# design 1

Design 1, a small window of the routed layout:
Bar = 10 um. Window x 37 to 77, y 8 to 48 um. Cells in grey, sequential cells in the stronger grey; small squares are vias.
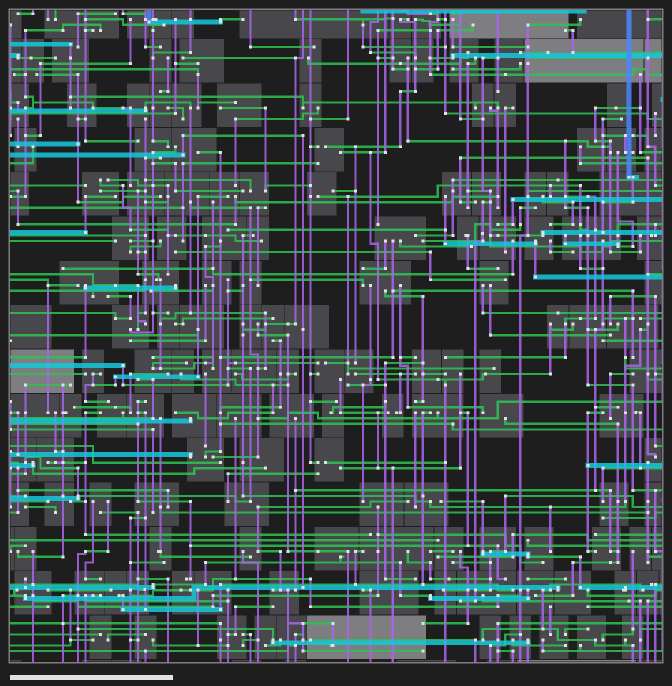

**src/rtl/cam_alloc_pkg.sv**
```systemverilog
// ---------------------------------------------------------------------------
// cam_alloc_pkg
//   Shared constants and helpers for the cam_alloc entry allocator.
//   - SCRUB_FILL : bit value replicated across DATA to form the default
//                  scrub pattern written into released CAM entries.
//   - ENABLE_ / DISABLE_ : single-bit switch constants.
//   - addr_width(): address width for a given entry count.
// ---------------------------------------------------------------------------
package cam_alloc_pkg;

    localparam logic ENABLE_    = 1'b1;
    localparam logic DISABLE_   = 1'b0;
    localparam logic SCRUB_FILL = ENABLE_;

    // Address width needed to index 'depth' entries (at least 1 bit).
    function automatic int addr_width(input int depth);
        return (depth > 1) ? $clog2(depth) : 1;
    endfunction

endpackage

```
**src/rtl/cam_alloc_sel.sv**
```systemverilog
// ---------------------------------------------------------------------------
// cam_alloc_sel
//   Combinational free-entry search. Scans the free bitmap starting at
//   'start' and wrapping past DEPTH-1 back to 0; the first set bit wins.
//   With start tied to 0 this is a plain lowest-index-first search.
// Ports:
//   free      in  DEPTH  1 = entry is free
//   start     in  ADDR   first index examined
//   sel_addr  out ADDR   chosen entry (0 when nothing is free)
//   sel_found out 1      at least one entry is free
// ---------------------------------------------------------------------------
module cam_alloc_sel
    import cam_alloc_pkg::*;
#(
    parameter int DEPTH = 32,
    parameter int ADDR  = addr_width(DEPTH)
) (
    input  logic [DEPTH-1:0] free,
    input  logic [ADDR-1:0]  start,
    output logic [ADDR-1:0]  sel_addr,
    output logic             sel_found
);

    logic [ADDR-1:0] idx;

    always_comb begin
        sel_addr  = '0;
        sel_found = 1'b0;
        idx       = '0;
        for (int i = 0; i < DEPTH; i++) begin
            idx = ADDR'((int'(start) + i) % DEPTH);
            if (!sel_found && free[idx]) begin
                sel_addr  = idx;
                sel_found = 1'b1;
            end
        end
    end

endmodule

```
**src/rtl/cam_alloc.sv**
```systemverilog
// ---------------------------------------------------------------------------
// cam_alloc
//   Entry allocator and write-port driver for one cam2 write port. Keeps a
//   free-entry bitmap, hands each accepted insert a CAM address, and drives
//   the CAM write one cycle after acceptance. Released entries are
//   overwritten with SCRUB so stale data can never match a lookup.
//
//   Optional feature: define CAM_ALLOC_RR_EN for round-robin entry
//   selection (search starts after the last allocated entry). Without it,
//   the lowest-index free entry is used and no last_alloc register exists.
//
// Ports:
//   clk, reset        clock, synchronous active-high reset
//   ins_valid/ins_data/ins_ready   insert request handshake
//   rel_valid/rel_addr             release request (always accepted)
//   we_, wm, wd, waddr             cam2 write port (we_ active-low, wm = 0)
//   alloc_addr        entry given to the most recent insert
//   count, full       allocated-entry count, count == DEPTH
//   rel_err           sticky: an already-free entry was released
//
// Handshake: an insert transfers on a clock edge where ins_valid and
// ins_ready are both high. ins_ready depends only on full and rel_valid,
// never on ins_valid, so the requester may hold ins_valid/ins_data stable
// until it sees the transfer. A release has no ready; it is taken on every
// edge where rel_valid is high and always wins the single write port.
// ---------------------------------------------------------------------------
module cam_alloc
    import cam_alloc_pkg::*;
#(
    parameter int              DATA  = 32,
    parameter int              DEPTH = 32,
    parameter logic [DATA-1:0] SCRUB = {DATA{SCRUB_FILL}},
    localparam int             ADDR  = addr_width(DEPTH)
) (
    input  logic              clk,
    input  logic              reset,
    input  logic              ins_valid,
    input  logic [DATA-1:0]   ins_data,
    output logic              ins_ready,
    input  logic              rel_valid,
    input  logic [ADDR-1:0]   rel_addr,
    output logic              we_,
    output logic [DATA-1:0]   wm,
    output logic [DATA-1:0]   wd,
    output logic [ADDR-1:0]   waddr,
    output logic [ADDR-1:0]   alloc_addr,
    output logic [ADDR:0]     count,
    output logic              full,
    output logic              rel_err
);

    localparam logic [ADDR:0] COUNT_ONE  = (ADDR+1)'(1);
    localparam logic [ADDR:0] COUNT_FULL = (ADDR+1)'(DEPTH);

    logic [DEPTH-1:0] free;
    logic [ADDR-1:0]  sel_addr;
    logic             sel_found;
    logic [ADDR-1:0]  sel_start;
    logic             accept;
    logic             rel_hit;

`ifdef CAM_ALLOC_RR_EN
    logic [ADDR-1:0] last_alloc;

    // Start one past the last allocation, wrapping at DEPTH.
    always_comb begin
        sel_start = '0;
        if (int'(last_alloc) != DEPTH - 1) begin
            sel_start = last_alloc + ADDR'(1);
        end
    end

    always_ff @(posedge clk) begin
        if (reset) begin
            last_alloc <= ADDR'(DEPTH - 1);
        end else if (accept) begin
            last_alloc <= sel_addr;
        end
    end
`else
    assign sel_start = '0;
`endif

    cam_alloc_sel #(
        .DEPTH (DEPTH),
        .ADDR  (ADDR)
    ) u_sel (
        .free      (free),
        .start     (sel_start),
        .sel_addr  (sel_addr),
        .sel_found (sel_found)
    );

    assign full      = (count == COUNT_FULL);
    assign ins_ready = !full && !rel_valid;
    assign wm        = '0;

    // sel_found is implied by !full; kept as a guard against bitmap/count skew.
    assign accept  = ins_valid && ins_ready && sel_found;
    assign rel_hit = rel_valid && !free[rel_addr];

    always_ff @(posedge clk) begin
        if (reset) begin
            free       <= '1;
            count      <= '0;
            we_        <= 1'b1;
            wd         <= '0;
            waddr      <= '0;
            alloc_addr <= '0;
            rel_err    <= 1'b0;
        end else begin
            we_ <= 1'b1;
            if (rel_valid) begin
                if (rel_hit) begin
                    free[rel_addr] <= 1'b1;
                    count          <= count - COUNT_ONE;
                    we_            <= 1'b0;
                    waddr          <= rel_addr;
                    wd             <= SCRUB;
                end else begin
                    // Releasing a free entry is rejected and remembered.
                    rel_err <= 1'b1;
                end
            end else if (accept) begin
                free[sel_addr] <= 1'b0;
                count          <= count + COUNT_ONE;
                we_            <= 1'b0;
                waddr          <= sel_addr;
                wd             <= ins_data;
                alloc_addr     <= sel_addr;
            end
        end
    end

endmodule

```
**config.mk**
```make
export PLATFORM = sky130hd
export DESIGN_NAME = cam_alloc
export DESIGN_NICKNAME = d
export VERILOG_FILES = /design/src/rtl/cam_alloc_pkg.sv /design/src/rtl/cam_alloc_sel.sv /design/src/rtl/cam_alloc.sv
export SDC_FILE = /design/constraint.sdc
export NUM_CORES = 1
export LEC_CHECK = 0
export ABC_AREA = 1
export ABC_CLOCK_PERIOD_IN_PS = 4350
export CAP_MARGIN = 15
export CORE_ASPECT_RATIO = 0.8
export CORE_MARGIN = 2
export CORE_UTILIZATION = 50
export CTS_CLUSTER_SIZE = 30
export DETAILED_ROUTE_END_ITERATION = 8
export PLACE_DENSITY_LB_ADDON = 0.05
export SLEW_MARGIN = 0
export SYNTH_ARGS = -nofsm -noshare
export SYNTH_HDL_FRONTEND = slang
export SYNTH_SLANG_ARGS = --single-unit
```
**constraint.sdc**
```tcl
create_clock -name clk -period 4.35 [get_ports clk]
set_clock_uncertainty 0.2 [all_clocks]
set_input_delay 1.305 -clock clk [delete_from_list [all_inputs] [get_ports clk]]
set_output_delay 1.305 -clock clk [all_outputs]
set_load 0.02 [all_outputs]
```
# design 2

### config.mk
export PLATFORM = sky130hd
export DESIGN_NAME = parity_frame_rx
export DESIGN_NICKNAME = d
export VERILOG_FILES = /design/src/rtl/parity_frame_pkg.sv /design/src/rtl/xor_gate.sv /design/src/rtl/parity_frame_rx.sv
export SDC_FILE = /design/constraint.sdc
export NUM_CORES = 1
export LEC_CHECK = 0
export ABC_AREA = 1
export CAP_MARGIN = 30
export CORE_MARGIN = 2
export CORE_UTILIZATION = 33
export DETAILED_ROUTE_END_ITERATION = 7
export SLEW_MARGIN = 5
export SYNTH_ARGS = -nofsm -noshare
export SYNTH_HDL_FRONTEND = slang
export SYNTH_SLANG_ARGS = --single-unit
### constraint.sdc
create_clock -name clk -period 1.55 [get_ports clk]
set_input_delay 0.155 -clock clk [delete_from_list [all_inputs] [get_ports clk]]
set_output_delay 0.155 -clock clk [all_outputs]
set_load 0.005 [all_outputs]
### src/rtl/parity_frame_pkg.sv
// Shared types and constants for the parity-protected frame receiver.
package parity_frame_pkg;

    typedef enum logic [2:0] {
        IDLE      = 3'd0,
        DATA      = 3'd1,
        PARITY    = 3'd2,
        STOP      = 3'd3,
        WAIT_IDLE = 3'd4
    } state_t;

    localparam logic LINE_IDLE = 1'b1;

    // Bit counter width able to hold 0..data_w.
    function automatic int cnt_width(input int data_w);
        return $clog2(data_w + 1);
    endfunction

endpackage

### src/rtl/xor_gate.sv
// Two-input XOR cell used for the running parity accumulator.
module xor_gate (
    input  logic a,
    input  logic b,
    output logic y
);

    assign y = a ^ b;

endmodule

### src/rtl/parity_frame_rx.sv
// Frame receiver: start bit, LSB-first data, parity bit, stop bit, delivered
// through a one-entry valid/ready buffer with parity/frame error flags.
module parity_frame_rx
    import parity_frame_pkg::*;
#(
    parameter int DATA_W     = 8,
    parameter bit ODD_PARITY = 1'b0
) (
    input  logic              clk,
    input  logic              rst_n,
    input  logic              bit_en,
    input  logic              rx_bit,
    output logic [DATA_W-1:0] rx_data,
    output logic              rx_valid,
    input  logic              rx_ready,
    output logic              parity_err,
    output logic              frame_err,
    output logic              overrun
);

    localparam int CNT_W = cnt_width(DATA_W);

    state_t              state_r, state_s;
    logic [CNT_W-1:0]    cnt_r, cnt_s;
    logic [DATA_W-1:0]   shreg_r, shreg_s;
    logic [DATA_W:0]     shift_s;
    logic                acc_r, acc_s, xor_s;
    logic                perr_pend_r, perr_pend_s;
    logic                done_s, ferr_new_s, free_s;
    logic [DATA_W-1:0]   data_r, data_s;
    logic                valid_r, valid_s;
    logic                perr_r, perr_s;
    logic                ferr_r, ferr_s;
    logic                ovr_r, ovr_s;

    xor_gate u_parity_xor (
        .a (acc_r),
        .b (rx_bit),
        .y (xor_s)
    );

    // Incoming bit lands at the MSB end so LSB-first data ends up in order.
    assign shift_s = {rx_bit, shreg_r};

    // State, datapath and output buffer registers.
    always_ff @(posedge clk) begin
        if (!rst_n) begin
            state_r     <= IDLE;
            cnt_r       <= {CNT_W{1'b0}};
            shreg_r     <= {DATA_W{1'b0}};
            acc_r       <= 1'b0;
            perr_pend_r <= 1'b0;
            data_r      <= {DATA_W{1'b0}};
            valid_r     <= 1'b0;
            perr_r      <= 1'b0;
            ferr_r      <= 1'b0;
            ovr_r       <= 1'b0;
        end else begin
            state_r     <= state_s;
            cnt_r       <= cnt_s;
            shreg_r     <= shreg_s;
            acc_r       <= acc_s;
            perr_pend_r <= perr_pend_s;
            data_r      <= data_s;
            valid_r     <= valid_s;
            perr_r      <= perr_s;
            ferr_r      <= ferr_s;
            ovr_r       <= ovr_s;
        end
    end

    // Frame FSM: advances only on bit_en strobes.
    always_comb begin
        state_s     = state_r;
        cnt_s       = cnt_r;
        shreg_s     = shreg_r;
        acc_s       = acc_r;
        perr_pend_s = perr_pend_r;
        done_s      = 1'b0;
        ferr_new_s  = 1'b0;
        if (bit_en) begin
            case (state_r)
                IDLE: begin
                    if (rx_bit != LINE_IDLE) begin
                        state_s = DATA;
                        cnt_s   = {CNT_W{1'b0}};
                        acc_s   = ODD_PARITY;
                    end else begin
                        state_s = IDLE;
                    end
                end
                DATA: begin
                    shreg_s = shift_s[DATA_W:1];
                    acc_s   = xor_s;
                    cnt_s   = cnt_r + CNT_W'(1);
                    if (cnt_r == CNT_W'(DATA_W - 1)) begin
                        state_s = PARITY;
                    end else begin
                        state_s = DATA;
                    end
                end
                PARITY: begin
                    acc_s       = xor_s;
                    perr_pend_s = xor_s;
                    state_s     = STOP;
                end
                STOP: begin
                    done_s = 1'b1;
                    if (rx_bit == LINE_IDLE) begin
                        state_s = IDLE;
                    end else begin
                        ferr_new_s = 1'b1;
                        state_s    = WAIT_IDLE;
                    end
                end
                WAIT_IDLE: begin
                    if (rx_bit == LINE_IDLE) begin
                        state_s = IDLE;
                    end else begin
                        state_s = WAIT_IDLE;
                    end
                end
                default: begin
                    state_s = IDLE;
                end
            endcase
        end else begin
            state_s = state_r;
        end
    end

    // One-entry output buffer; a load in the accept cycle is back-to-back.
    always_comb begin
        free_s  = !valid_r || rx_ready;
        data_s  = data_r;
        valid_s = valid_r;
        perr_s  = perr_r;
        ferr_s  = ferr_r;
        ovr_s   = 1'b0;
        if (done_s && free_s) begin
            data_s  = shreg_r;
            valid_s = 1'b1;
            perr_s  = perr_pend_r;
            ferr_s  = ferr_new_s;
        end else if (done_s) begin
            ovr_s = 1'b1;
        end else if (valid_r && rx_ready) begin
            valid_s = 1'b0;
        end else begin
            valid_s = valid_r;
        end
    end

    assign rx_data    = data_r;
    assign rx_valid   = valid_r;
    assign parity_err = perr_r;
    assign frame_err  = ferr_r;
    assign overrun    = ovr_r;

endmodule

# design 3

## src/rtl/mips_v2_top.sv

```systemverilog
// mips_v2_top: single-cycle MIPS-subset datapath (32x32 register file, decoder, ALU).
// The instruction arrives on INST each cycle; there is no instruction memory or PC.
// Optional shift instructions are compiled in when the MIPS_SHIFT_EN macro is defined.
//
// Ports:
//   CLK   in   1   clock, all state updates on the rising edge
//   RST   in   1   synchronous active-high reset (registers and outputs cleared)
//   write in   1   register-file write enable for the current instruction
//   INST  in   32  MIPS instruction word
//   flag  out  1   registered ALU zero flag
//   out   out  32  registered ALU result
//   ina   out  32  registered rs read data
//   inb   out  32  registered rt read data
//   ALUA  out  32  registered ALU operand A
//   ALUB  out  32  registered ALU operand B
//   addr  out  5   registered destination register index
module mips_v2_top (
   input  logic        CLK,
   input  logic        RST,
   input  logic        write,
   input  logic [31:0] INST,
   output logic        flag,
   output logic [31:0] out,
   output logic [31:0] ina,
   output logic [31:0] inb,
   output logic [31:0] ALUA,
   output logic [31:0] ALUB,
   output logic [4:0]  addr
);

   localparam int unsigned DW   = 32;
   localparam int unsigned NREG = 32;
   localparam int unsigned AW   = 5;

   logic [DW-1:0] rf_q [NREG];
   logic [DW-1:0] rf_d [NREG];

   logic          flag_q, flag_d;
   logic [DW-1:0] out_q,  out_d;
   logic [DW-1:0] ina_q,  ina_d;
   logic [DW-1:0] inb_q,  inb_d;
   logic [DW-1:0] alua_q, alua_d;
   logic [DW-1:0] alub_q, alub_d;
   logic [AW-1:0] addr_q, addr_d;

   logic [5:0]    op;
   logic [5:0]    funct;
   logic [AW-1:0] rs, rt, rd;
   logic [15:0]   imm;
   logic [DW-1:0] sext_imm, zext_imm;
   logic          valid;
   logic          wb_ok;
   logic          we;

   // Field extraction and combinational register reads (r0 hard-wired to zero)
   always_comb begin
      op       = INST[31:26];
      rs       = INST[25:21];
      rt       = INST[20:16];
      rd       = INST[15:11];
      funct    = INST[5:0];
      imm      = INST[15:0];
      sext_imm = {{16{imm[15]}}, imm};
      zext_imm = {16'h0000, imm};
      ina_d    = (rs == AW'(0)) ? '0 : rf_q[rs];
      inb_d    = (rt == AW'(0)) ? '0 : rf_q[rt];
   end

   // Decode, operand selection and ALU
   always_comb begin
      alua_d = ina_d;
      alub_d = inb_d;
      out_d  = '0;
      addr_d = '0;
      valid  = 1'b0;
      wb_ok  = 1'b1;
      case (op)
         6'h00: begin
            addr_d = rd;
            valid  = 1'b1;
            case (funct)
               6'h20, 6'h21: out_d = alua_d + alub_d;
               6'h22, 6'h23: out_d = alua_d - alub_d;
               6'h24:        out_d = alua_d & alub_d;
               6'h25:        out_d = alua_d | alub_d;
               6'h26:        out_d = alua_d ^ alub_d;
               6'h27:        out_d = ~(alua_d | alub_d);
               6'h2A:        out_d = ($signed(alua_d) < $signed(alub_d)) ? DW'(1) : DW'(0);
               6'h2B:        out_d = (alua_d < alub_d) ? DW'(1) : DW'(0);
               6'h0A: begin
                  // movz: pass rs through, commit only when rt reads zero
                  out_d = alua_d;
                  wb_ok = (inb_d == '0);
               end
`ifdef MIPS_SHIFT_EN
               6'h00, 6'h02, 6'h03: begin
                  alua_d = inb_d;
                  alub_d = {27'h0, INST[10:6]};
                  if (funct == 6'h00)      out_d = alua_d << alub_d[4:0];
                  else if (funct == 6'h02) out_d = alua_d >> alub_d[4:0];
                  else                     out_d = DW'($signed(alua_d) >>> alub_d[4:0]);
               end
               6'h04, 6'h06, 6'h07: begin
                  alua_d = inb_d;
                  alub_d = ina_d;
                  if (funct == 6'h04)      out_d = alua_d << alub_d[4:0];
                  else if (funct == 6'h06) out_d = alua_d >> alub_d[4:0];
                  else                     out_d = DW'($signed(alua_d) >>> alub_d[4:0]);
               end
`endif
               default: valid = 1'b0;
            endcase
         end
         6'h08, 6'h09: begin
            addr_d = rt; valid = 1'b1; alub_d = sext_imm;
            out_d  = alua_d + alub_d;
         end
         6'h0A: begin
            addr_d = rt; valid = 1'b1; alub_d = sext_imm;
            out_d  = ($signed(alua_d) < $signed(alub_d)) ? DW'(1) : DW'(0);
         end
         6'h0C: begin
            addr_d = rt; valid = 1'b1; alub_d = zext_imm;
            out_d  = alua_d & alub_d;
         end
         6'h0D: begin
            addr_d = rt; valid = 1'b1; alub_d = zext_imm;
            out_d  = alua_d | alub_d;
         end
         6'h0E: begin
            addr_d = rt; valid = 1'b1; alub_d = zext_imm;
            out_d  = alua_d ^ alub_d;
         end
         6'h0F: begin
            addr_d = rt; valid = 1'b1; alub_d = zext_imm;
            out_d  = {imm, 16'h0000};
         end
         default: valid = 1'b0;
      endcase
      // Undefined encodings report a null result and destination
      if (!valid) begin
         out_d  = '0;
         addr_d = '0;
      end
      flag_d = (out_d == '0);
   end

   // Register-file next state; writes to r0 are dropped
   always_comb begin
      we = write & valid & wb_ok & ~RST;
      for (int i = 0; i < int'(NREG); i++) rf_d[i] = rf_q[i];
      if (we && (addr_d != AW'(0))) rf_d[addr_d] = out_d;
   end

   // State and monitor registers
   always_ff @(posedge CLK) begin
      if (RST) begin
         for (int i = 0; i < int'(NREG); i++) rf_q[i] <= '0;
         flag_q <= 1'b0;
         out_q  <= '0;
         ina_q  <= '0;
         inb_q  <= '0;
         alua_q <= '0;
         alub_q <= '0;
         addr_q <= '0;
      end else begin
         for (int i = 0; i < int'(NREG); i++) rf_q[i] <= rf_d[i];
         flag_q <= flag_d;
         out_q  <= out_d;
         ina_q  <= ina_d;
         inb_q  <= inb_d;
         alua_q <= alua_d;
         alub_q <= alub_d;
         addr_q <= addr_d;
      end
   end

   assign flag = flag_q;
   assign out  = out_q;
   assign ina  = ina_q;
   assign inb  = inb_q;
   assign ALUA = alua_q;
   assign ALUB = alub_q;
   assign addr = addr_q;

endmodule

```

## config.mk

```make
export PLATFORM = sky130hd
export DESIGN_NAME = mips_v2_top
export DESIGN_NICKNAME = d
export VERILOG_FILES = /design/src/rtl/mips_v2_top.sv
export SDC_FILE = /design/constraint.sdc
export NUM_CORES = 2
export LEC_CHECK = 0
export CAP_MARGIN = 25
export CORE_MARGIN = 1.5
export CORE_UTILIZATION = 35
export CTS_CLUSTER_DIAMETER = 80
export DETAILED_ROUTE_END_ITERATION = 10
export MAX_ROUTING_LAYER = met4
export PLACE_DENSITY = 0.55
export SYNTH_ARGS = -nofsm -noshare
export SYNTH_HDL_FRONTEND = slang
export SYNTH_SLANG_ARGS = --single-unit
```

## constraint.sdc

```tcl
create_clock -name CLK -period 9.21 [get_ports CLK]
set_input_delay 1.3815 -clock CLK [delete_from_list [all_inputs] [get_ports CLK]]
set_output_delay 1.3815 -clock CLK [all_outputs]
set_load 0.1 [all_outputs]
```

# design 4

--- src/rtl/serial_io_cond.sv ---
// Board-level serial I/O conditioning between FPGA pads and core_top:
// registered TX drivers, synchronised and glitch-filtered RX, loopback, activity LEDs.
module serial_io_cond #(
    parameter int N_CH        = 1,
    parameter int SYNC_STAGES = 2,
    parameter int FILTER_LEN  = 4,
    parameter int LED_HOLD    = 3_000_000
) (
    input  logic            sysclk,
    input  logic            i_rst_n,
    input  logic [N_CH-1:0] i_pad_rx,
    output logic [N_CH-1:0] o_pad_tx,
    input  logic [N_CH-1:0] i_core_tx,
    output logic [N_CH-1:0] o_core_rx,
    input  logic [N_CH-1:0] i_loopback,
    output logic            o_rst_n_sync,
    output logic            o_rst_led,
    output logic [N_CH-1:0] o_tx_led,
    output logic [N_CH-1:0] o_rx_led
);

    localparam int FCW = $clog2(FILTER_LEN + 1);
    localparam int LCW = $clog2(LED_HOLD + 1);
    localparam logic [FCW-1:0] FILT_LAST = FCW'(FILTER_LEN - 1);
    localparam logic [LCW-1:0] LED_LOAD  = LCW'(LED_HOLD);

    logic            r_rst_meta;
    logic            r_rst_sync;
    logic [N_CH-1:0] r_tx_mon;
    logic [N_CH-1:0] r_pad_tx;
    logic [N_CH-1:0] r_core_rx;
    logic [N_CH-1:0] r_rx_sync [SYNC_STAGES];
    logic [N_CH-1:0] w_rx_sync;
    logic [N_CH-1:0] w_rx_filt;

    // Reset synchroniser: asserts with i_rst_n, releases two edges later.
    always_ff @(posedge sysclk or negedge i_rst_n) begin
        if (!i_rst_n) begin
            r_rst_meta <= 1'b0;
            r_rst_sync <= 1'b0;
        end else begin
            r_rst_meta <= 1'b1;
            r_rst_sync <= r_rst_meta;
        end
    end

    assign o_rst_n_sync = r_rst_sync;
    assign o_rst_led    = r_rst_sync;

    // Pad driver is forced idle-high while the channel is looped back.
    always_ff @(posedge sysclk or negedge i_rst_n) begin
        if (!i_rst_n) begin
            r_tx_mon <= '1;
            r_pad_tx <= '1;
        end else begin
            r_tx_mon <= i_core_tx;
            r_pad_tx <= i_core_tx | i_loopback;
        end
    end

    assign o_pad_tx = r_pad_tx;

    always_ff @(posedge sysclk or negedge i_rst_n) begin
        if (!i_rst_n) begin
            for (int unsigned s = 0; s < SYNC_STAGES; s++) begin
                r_rx_sync[s] <= '1;
            end
        end else begin
            r_rx_sync[0] <= i_pad_rx;
            for (int unsigned s = 1; s < SYNC_STAGES; s++) begin
                r_rx_sync[s] <= r_rx_sync[s-1];
            end
        end
    end

    assign w_rx_sync = r_rx_sync[SYNC_STAGES-1];

    always_ff @(posedge sysclk or negedge i_rst_n) begin
        if (!i_rst_n) begin
            r_core_rx <= '1;
        end else begin
            r_core_rx <= (i_loopback & i_core_tx) | (~i_loopback & w_rx_filt);
        end
    end

    assign o_core_rx = r_core_rx;

    for (genvar c = 0; c < N_CH; c++) begin : g_ch
        logic           r_filt;
        logic [FCW-1:0] r_filt_cnt;
        logic [LCW-1:0] r_tx_led_cnt;
        logic [LCW-1:0] r_rx_led_cnt;

        // A new level is accepted only after persisting FILTER_LEN cycles.
        always_ff @(posedge sysclk or negedge i_rst_n) begin
            if (!i_rst_n) begin
                r_filt     <= 1'b1;
                r_filt_cnt <= '0;
            end else if (w_rx_sync[c] == r_filt) begin
                r_filt_cnt <= '0;
            end else if (r_filt_cnt == FILT_LAST) begin
                r_filt     <= w_rx_sync[c];
                r_filt_cnt <= '0;
            end else begin
                r_filt_cnt <= r_filt_cnt + 1'b1;
            end
        end

        assign w_rx_filt[c] = r_filt;

        always_ff @(posedge sysclk or negedge i_rst_n) begin
            if (!i_rst_n) begin
                r_tx_led_cnt <= '0;
                r_rx_led_cnt <= '0;
            end else begin
                if (!r_tx_mon[c]) begin
                    r_tx_led_cnt <= LED_LOAD;
                end else if (r_tx_led_cnt != '0) begin
                    r_tx_led_cnt <= r_tx_led_cnt - 1'b1;
                end
                if (!r_core_rx[c]) begin
                    r_rx_led_cnt <= LED_LOAD;
                end else if (r_rx_led_cnt != '0) begin
                    r_rx_led_cnt <= r_rx_led_cnt - 1'b1;
                end
            end
        end

        assign o_tx_led[c] = (r_tx_led_cnt != '0);
        assign o_rx_led[c] = (r_rx_led_cnt != '0);
    end

endmodule

--- config.mk ---
export PLATFORM = sky130hd
export DESIGN_NAME = serial_io_cond
export DESIGN_NICKNAME = d
export VERILOG_FILES = /design/src/rtl/serial_io_cond.sv
export SDC_FILE = /design/constraint.sdc
export NUM_CORES = 1
export LEC_CHECK = 0
export ABC_CLOCK_PERIOD_IN_PS = 2390
export CAP_MARGIN = 5
export CELL_PAD_IN_SITES_DETAIL_PLACEMENT = 1
export CELL_PAD_IN_SITES_GLOBAL_PLACEMENT = 1
export CORE_MARGIN = 2
export CORE_UTILIZATION = 35
export CTS_BUF_LIST = sky130_fd_sc_hd__clkbuf_8
export CTS_CLUSTER_SIZE = 16
export DETAILED_ROUTE_END_ITERATION = 12
export GPL_TIMING_DRIVEN = 0
export PLACE_DENSITY = 0.61
export SLEW_MARGIN = 20
export SYNTH_ARGS = -nofsm -noshare
export SYNTH_HDL_FRONTEND = slang
export SYNTH_SLANG_ARGS = --single-unit
--- constraint.sdc ---
create_clock -name sysclk -period 2.39 [get_ports sysclk]
set_input_delay 0.478 -clock sysclk [delete_from_list [all_inputs] [get_ports sysclk]]
set_output_delay 0.478 -clock sysclk [all_outputs]
set_load 0.02 [all_outputs]
Design 4, cell sizes after repair:
Bar = 20 um.
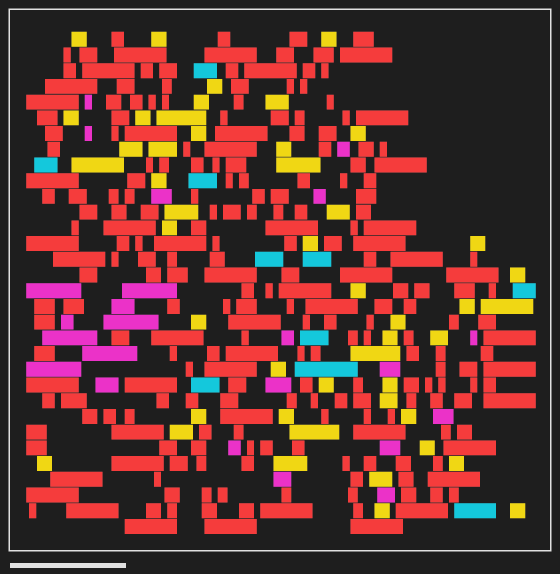
legend:
  red:
    size: _0 and _1 cells
    cells: 233
    share: 74%
  yellow:
    size: _3 and _4 cells
    cells: 47
    share: 15%
  cyan:
    size: _6 and larger
    cells: 10
    share: 3.2%
  magenta:
    size: _2 cells
    cells: 23
    share: 7.3%

==> run_results.csv, design 4 <==
group,metric,value,unit
critical_path,crit_path_max_fanout,5,
pwr,finalPower,0.002428,W
floorplanning,fp.dieW,93.47,um
critical_path,crit_type,"reg2out",
floorplanning,rows,32,
logic_synthesis,synth-seq-area-share,0.4940,
clock_network,cts.clk_slew.worst_paths,0.10,ns
floorplanning,die_area,8736,sq um
outcome,violations,"setup timing",
route,drc,0,
run,warnings,28,
logic_synthesis,topCellsByArea,"dfrtp_1 44%, dfstp_2 5.6%, xnor2_1 4.4%",
placed_design,dp_hpwl,4.299,mm
critical_path,worst-path-buf-inv,1,
final_layout,antenna_cells,0,
logic_synthesis,ys_ff,55,
timing,worst_slack,-0.01454,ns
placed_design,pre_cts_slack,-0.6295,ns
outcome,status,"finished with violations",
min_path,hold_path_class,"in2async",
global_routing,antenna_found_initial,0,
global_routing,grt_max_degree,35,
final_layout,flop_area,1384,sq um
critical_path,path_cells,"or4_4, nand4b_4, or2_4, buf_6",
pwr,pg_seq,0.00116,W
placed_design,dp_cells,381,
pwr,swShare,0.3079,
critical_path,r2r_end,"g_ch[0].r_tx_led_cnt[13]$_DFFE_PN0P_",
critical_path,max_stage_delay,0.57,ns
critical_path,worstPathRequired,1.91,ns
clock_network,holdBufCountCts,0,
logic_synthesis,synth.logic.top_family,"simple AND/OR/NAND/NOR gates",
clock_network,cts_buffer_depth,2,
timing,fmax,415.9,MHz
timing,rsz0062_at_grt,"true",
critical_path,worstSetupEndpoint,"o_tx_led",
timing,finalSetupViolCount,2,
global_routing,grt_pass1_wl,11.03,mm
design 4: cell usage after synthesis, drive strengths merged:
master / number
clkbuf: 7
o211ai: 3
nand2: 28
or2b: 1
o21ai: 7
mux2i: 5
nor3b: 2
nand4b: 1
conb: 1
xor2: 10
inv: 4
or4b: 2
nor3: 17
and2: 13
nand3: 7
buf: 3
nand3b: 3
nand4: 1
xnor2: 14
or4: 7
o41ai: 1
dfrtp: 49
or3: 8
a211oi: 2
o211a: 2
o311ai: 1
dfstp: 6
nor2: 10
nor4b: 3
o21a: 2
ha: 3
nor4: 10
or2: 8
a2111oi: 3
a21oi: 5
nor2b: 3
o31ai: 4
nand2b: 4
a21boi: 4
a31oi: 1
mux2: 2
o21bai: 1
design 4: final cells by class:
| cell class | instances | area share |
|---|---|---|
| timing repair buffer | 38 | 0.09348 |
| multi-input combinational | 199 | 0.4185 |
| clock buffer | 5 | 0.01993 |
| buffer | 9 | 0.01413 |
| tap | 102 | 0.03696 |
| sequential | 55 | 0.4007 |
| clock inverter | 3 | 0.01196 |
| inverter | 4 | 0.004348 |
Design 3, the metal 1 layer:
Bar = 100 um. Supply wires on this layer in grey.
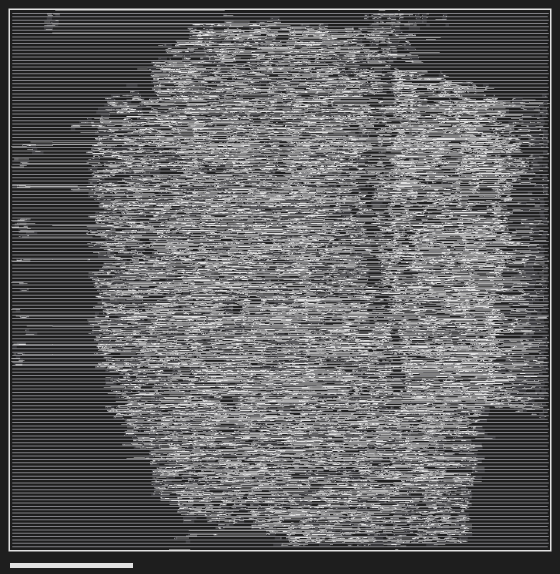
longest straight run: 176 um
share of all routed wire: 40%

==> run_results.csv, design 3 <==
group,metric,value,unit
outcome,status,"finished with violations",
outcome,violations,"DRC",
logic_synthesis,synthXorXnorAreaFrac,0.005423,
clock_network,cts_root_buffer,"clkbuf_16",
timing,rsz0062_at_grt,"false",
route,drc,62,
clock_network,cts_max_level,4,
logic_synthesis,syn-cell-area,66220,sq um
global_routing,grt_pass1_vias,55320,
placed_design,pre_cts_slack,0.3215,ns
timing,worst_slew_pin_slew,1.178,ns
route,via_count,58330,
global_routing,grt_max_degree,191,
global_routing,use_met3,0.05831,
critical_path,cp-end-kind,"flip-flop",
pwr,pg_seq,0.00503,W
critical_path,crit_slowest_cell,"a221oi_1",
final_layout,layout-drive-gt1-share,0.1654,
route,drt_pass1_iterations,11,
pwr,p_sw,0.003258,W
route,wl_met3,27.54,mm
-- design 3: synthesized netlist by cell type (12+ instances only) --
cell	number	share of area
or3_1	22	0.0021
or4_1	13	0.0015
a221oi_1	20	0.0026
buf_2	128	0.0097
o21ai_1	13	0.00098
dfxtp_1	1158	0.35
mux4_2	530	0.18
nor2_2	14	0.0013
mux2i_1	526	0.080
xnor2_1	33	0.0044
a21oi_1	447	0.034
nand2b_1	34	0.0032
nor4_1	41	0.0039
o221ai_1	39	0.0052
ha_1	198	0.037
nand4_1	17	0.0016
nand3_1	40	0.0030
o21bai_1	18	0.0020
nor2_1	1084	0.061
buf_6	26	0.0044
o211ai_1	30	0.0034
a21o_1	29	0.0033
and3_1	12	0.0011
inv_1	158	0.0090
a221o_1	12	0.0018
o21a_1	13	0.0015
o21ai_0	135	0.010
a22o_1	22	0.0029
nand2_1	829	0.047
o31ai_1	17	0.0019
and2_1	18	0.0017
buf_4	85	0.0096
a211o_1	16	0.0021
a211oi_1	331	0.038
nor2b_1	57	0.0054
o22ai_1	54	0.0051
buf_1	47	0.0027
nor3_1	103	0.0078
a22oi_1	30	0.0034
mux2_2	27	0.0046
a31oi_1	25	0.0024
clkbuf_1	409	0.023
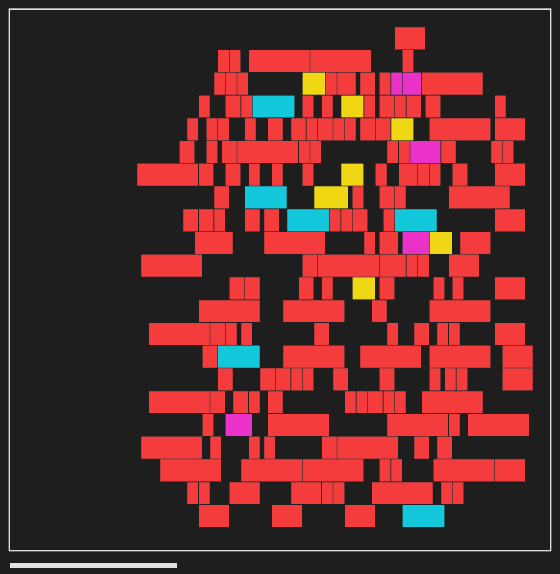
Design 2: cell sizes after repair
Bar = 20 um.
legend:
  yellow:
    size: _3 and _4 cells
    cells: 7
    share: 3.7%
  red:
    size: _0 and _1 cells
    cells: 170
    share: 90%
  cyan:
    size: _6 and larger
    cells: 6
    share: 3.2%
  magenta:
    size: _2 cells
    cells: 5
    share: 2.7%

Design 2, congestion heat map:
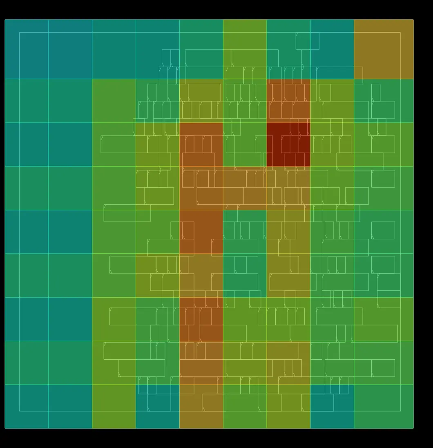
Post-Route Utilization: 0.4226
met2 usage: 0.1836
drt wl/cell: 9.691 um

==> run_results.csv, design 2 <==
group,metric,value,unit
pwr,power_top_consumer,"registers",
logic_synthesis,synth-simple-area-share,0.2738,
placed_design,dp_hpwl,1.645,mm
logic_synthesis,synthXorXnorAreaFrac,0.007231,
floorplanning,fp.dieW,64.58,um
clock_network,clock_latency,0.28,ns
pwr,cellPowerDensity,986.9,nW/um^2
timing,hold_viol,0,
critical_path,r2r_slack,0.26,ns
pwr,swShare,0.2320,
final_layout,area_growth_syn_to_layout,25.83,%
floorplanning,rows,22,
critical_path,worstPathRequired,1.72,ns
timing,period_used_share,0.8312,
pwr,pg_comb,0.000106,W
final_layout,antenna_cells,0,
critical_path,r2r_start,"state_r[2]$_SDFFE_PN0P_",
critical_path,max_stage_delay,0.31,ns
logic_synthesis,synth_warnings,0,
critical_path,arrival,1.46,ns
route,drc,0,
logic_synthesis,most_common_cell,"nor2_1",
logic_synthesis,ys_types,22,
outcome,status,"finished clean",
floorplanning,die_h,64.58,um
clock_network,post-cts-setup-buffer-count,0,
clock_network,cts_sinks,29,
route,via_per_inst,4.432,
run,warnings,26,
placed_design,pre_cts_slack,-0.02297,ns
logic_synthesis,topCellsByArea,"dfxtp_1 48%, nor2_1 11%, nand2_1 7.4%",
pwr,p_int,0.001155,W
critical_path,worstSetupEndpoint,"rx_data[7]$_SDFFE_PN0P_",
timing,slew_headroom,0.8172,
timing,fmax,776.2,MHz
route,drt_pass1_iterations,4,
clock_network,cts_max_level,2,
critical_path,cp-end-kind,"flip-flop",
route,drt_iter0_drc,71,
timing,fin_crit,1.288,ns
route,wirelength,2.287,mm
global_routing,grt_max_degree,17,
min_path,hold_path_class,"reg2reg",
critical_path,crit_path_max_fanout,10,
[design 2: area by class of cell]
cell class / instances / area (sq um) / share of cell area
Timing Repair Buffer: 21 / 197.7 / 0.1297
Tap cell: 48 / 60.06 / 0.03941
Clock buffer: 6 / 82.58 / 0.05419
Sequential cell: 29 / 580.6 / 0.3810
Clock inverter: 1 / 7.507 / 0.004926
Inverter: 16 / 60.06 / 0.03941
Multi-Input combinational cell: 115 / 535.5 / 0.3514
[design 2: through the flow]
step           cells  cell area, sq um  hold WS, ns  setup TNS [ns]
6_report         236              1524       0.4510               0
5_1_grt          236              1524       0.4818               0
4_1_cts          236              1524       0.4542               0
3_5_place_dp     229              1434       0.4445        -0.02297
3_3_place_gp     229              1434       0.4387               0
2_1_floorplan    165              1211       0.2934               0
[design 2: worst max-delay path: cells and delay by family, from the launching register on]
family                 cells  cell delay [ns]
AND/OR/NAND/NOR            4             0.39
buffers and inverters      2             0.33
flip-flops                 1             0.31
AND-OR/OR-AND              1             0.15
[design 2: flip-flops by register name (all words and copies together), names as in the netlist]
signal       flops
shreg_r          8
frame_err        1
parity_err       1
state_r          3
rx_valid         1
rx_data          8
acc_r            1
overrun          1
cnt_r            4
perr_pend_r      1
Design 1, the metal 1 layer:
Bar = 20 um. Supply wires on this layer in grey.
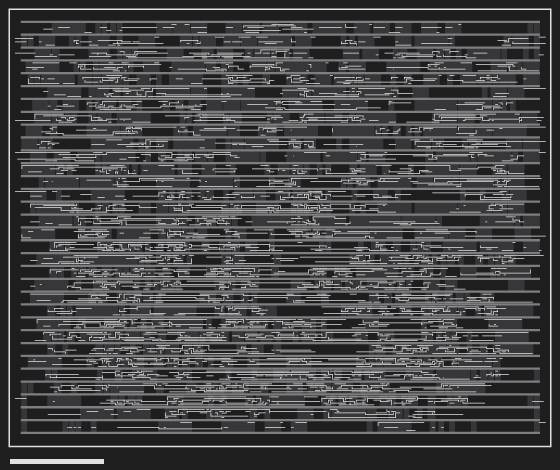
wire length on this layer: 6,410 um
share of all routed wire: 47%
longest straight run: 29.9 um

Design 1, the metal 2 layer:
Bar = 20 um.
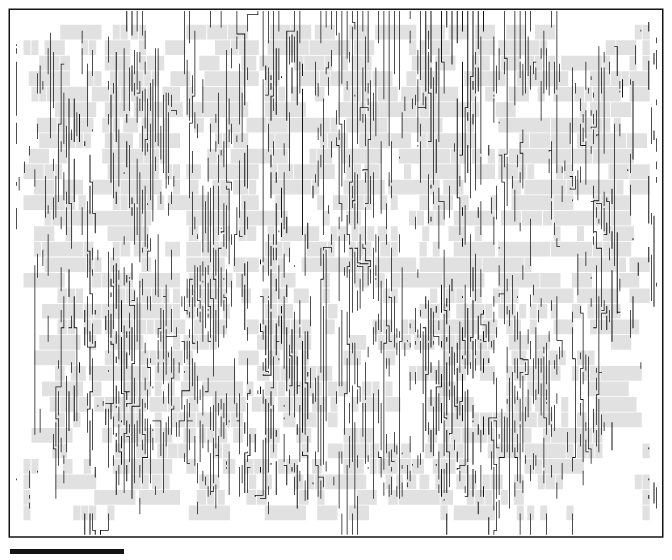
main direction: vertical
nets with wire on the layer: 687
share of all routed wire: 44%
wire length on this layer: 5,960 um

## Picture notes: 'a small window of the routed layout' of design 1
legend:
  green:
    layer: metal 1
  cyan:
    layer: metal 3
  blue:
    layer: metal 4
  purple:
    layer: metal 2
netlist names of flops here include: free (3), rel_err (1)
sequential cells in the window: 4
cells with their middle in the window: 148
most frequent: nand2_1 (21), inv_1 (18)

==> run_results.csv, design 1 <==
group,metric,value,unit
critical_path,arrival,2.43,ns
min_path,hold_path_class,"reg2reg",
final_layout,final-comb-area,2698,sq um
final_layout,layout.buffer.nonclock.area_share,0.1858,
final_layout,layout-drive-gt1-share,0.08374,
floorplanning,die_area,10550,sq um
final_layout,final-clk-cell-share,0.05062,
route,avgRoutedWirePerCell,14.31,um
final_layout,buffers_excl_clock,120,
route,drt_pass1_iterations,5,
clock_network,cts_tree,"yes",
outcome,status,"finished clean",
timing,maxSlewViolCount,0,
logic_synthesis,synth_warnings,0,
final_layout,flop_area,1642,sq um
run,warnings,26,
placed_design,gp_congestion,0.9376,
timing,worst_slack,0.4161,ns
placed_design,pre_cts_slack,0.2096,ns
logic_synthesis,top_area_cell,"dfxtp_1",
placed_design,dp_hpwl,9.979,mm
-- design 1: where the power goes --
part,internal (W),switching [W]
clock network,0.000502,0.000300
registers,0.000848,0.0000912
logic,0.000297,0.000426
-- design 1: final timing paths --
path,startpoint,endpoint,slack (ns),depth (start not counted)
setup / recovery,rel_valid,ins_ready,0.42,3
hold / removal,alloc_addr[0]$_SDFFE_PP0P_,alloc_addr[0]$_SDFFE_PP0P_,0.28,2
setup reg to reg,free[1]$_SDFFE_PP1N_,count[1]$_SDFFE_PP0N_,0.54,21
hold reg to reg,alloc_addr[0]$_SDFFE_PP0P_,alloc_addr[0]$_SDFFE_PP0P_,0.28,2
-- design 1: logic make-up (layout without fill, tap and decap cells) --
logic type,after synthesis,count (layout),synth area share
other,1,32,0.0007701
and+or+nand+nor,360,360,0.3320
adders and majority gates,5,5,0.01439
DFF,82,82,0.3371
AOI/OAI and AO/OA,149,149,0.1739
buffers and inverters,123,191,0.1328
xor gates and xnor gates,5,5,0.008994
-- design 1: layer usage --
metal / global-route usage / share of wire
met1: 0.3685 / 0.47
met2: 0.4033 / 0.44
met3: 0.05155 / 0.072
met4: 0.07114 / 0.012
met5: 0 / 0


==> layout pictures side by side <==
A small window of the routed layout.
(a)
Bar = 10 um. Window x 199 to 239, y 111 to 151 um. Cells in grey, sequential cells in the stronger grey; small squares are vias.
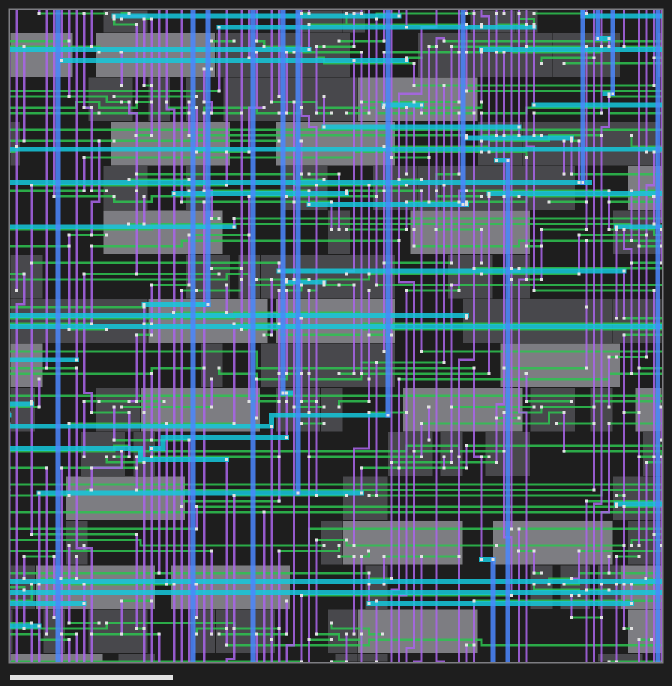
(b)
Bar = 10 um. Window x 12 to 52, y 0 to 40 um. Cells in grey, sequential cells in the stronger grey; small squares are vias.
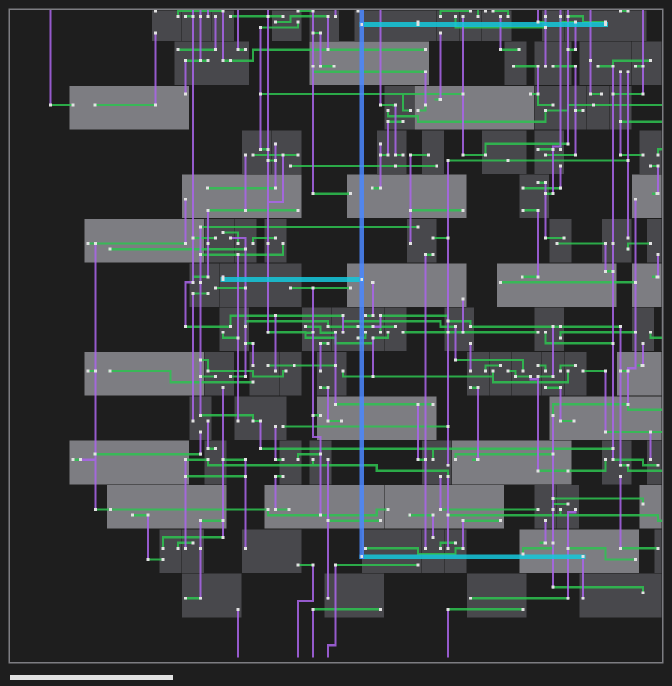
(c)
Bar = 10 um. Window x 27 to 67, y 8 to 48 um. Cells in grey, sequential cells in the stronger grey; small squares are vias.
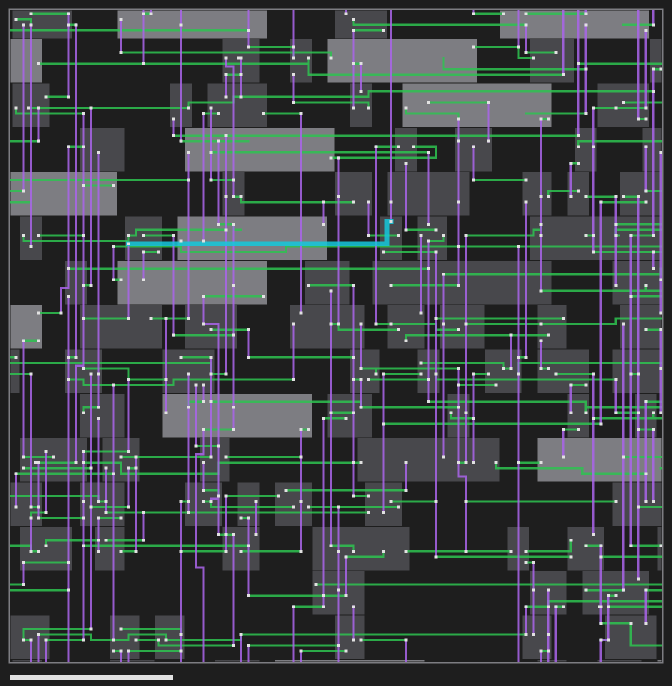
(c): design 4
(a): design 3
(b): design 2
- largest die: (a)
- smallest die: (b)


==> layout pictures side by side <==
The metal 2 layer.
panel A
Bar = 20 um.
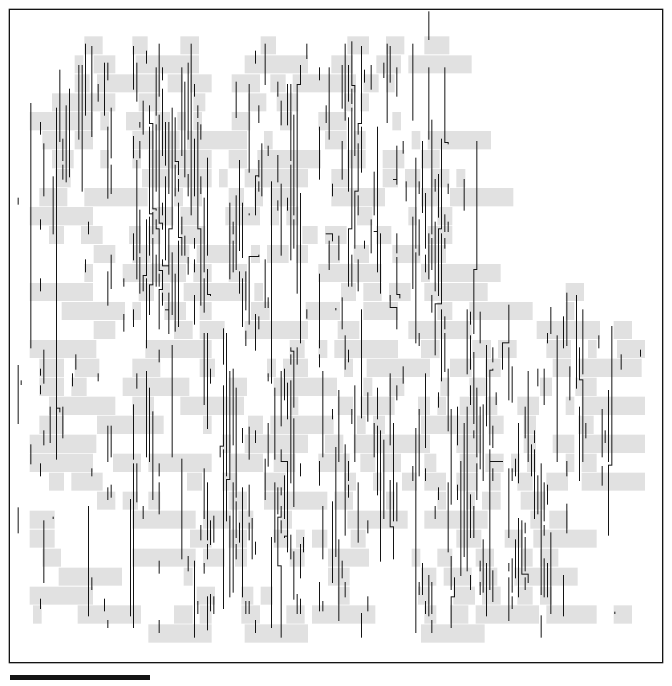
panel B
Bar = 20 um.
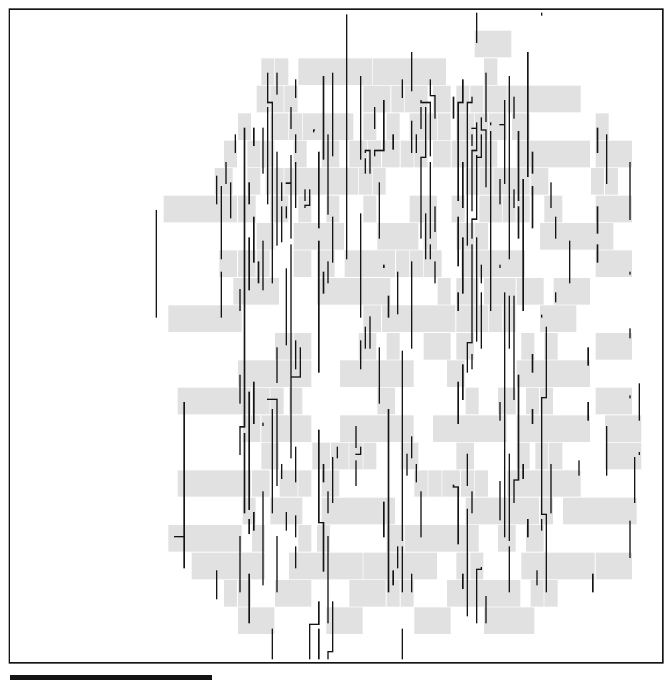
panel C
Bar = 100 um.
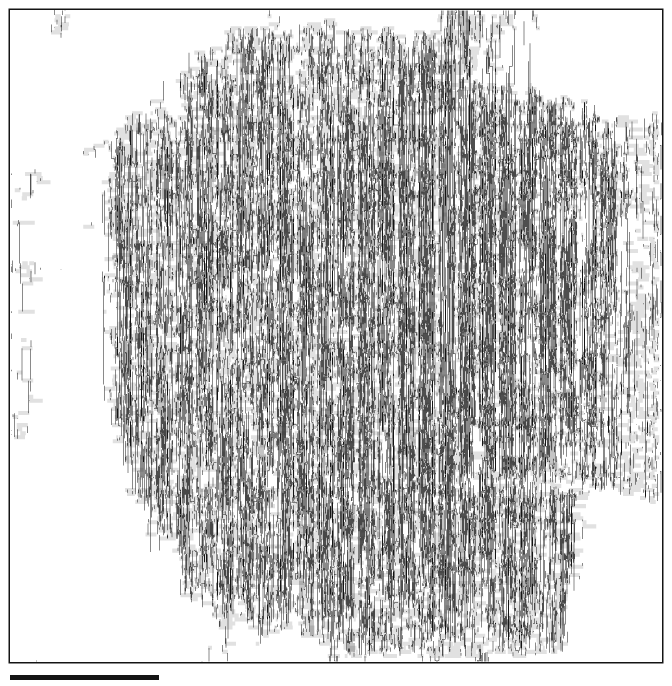
panel C: design 3
panel A: design 4
panel B: design 2
- smallest die: panel B
- largest die: panel C

Key to panel A:
main direction: vertical
wire length on this layer: 3,140 um

Power is estimated from default activity; no workload was simulated.
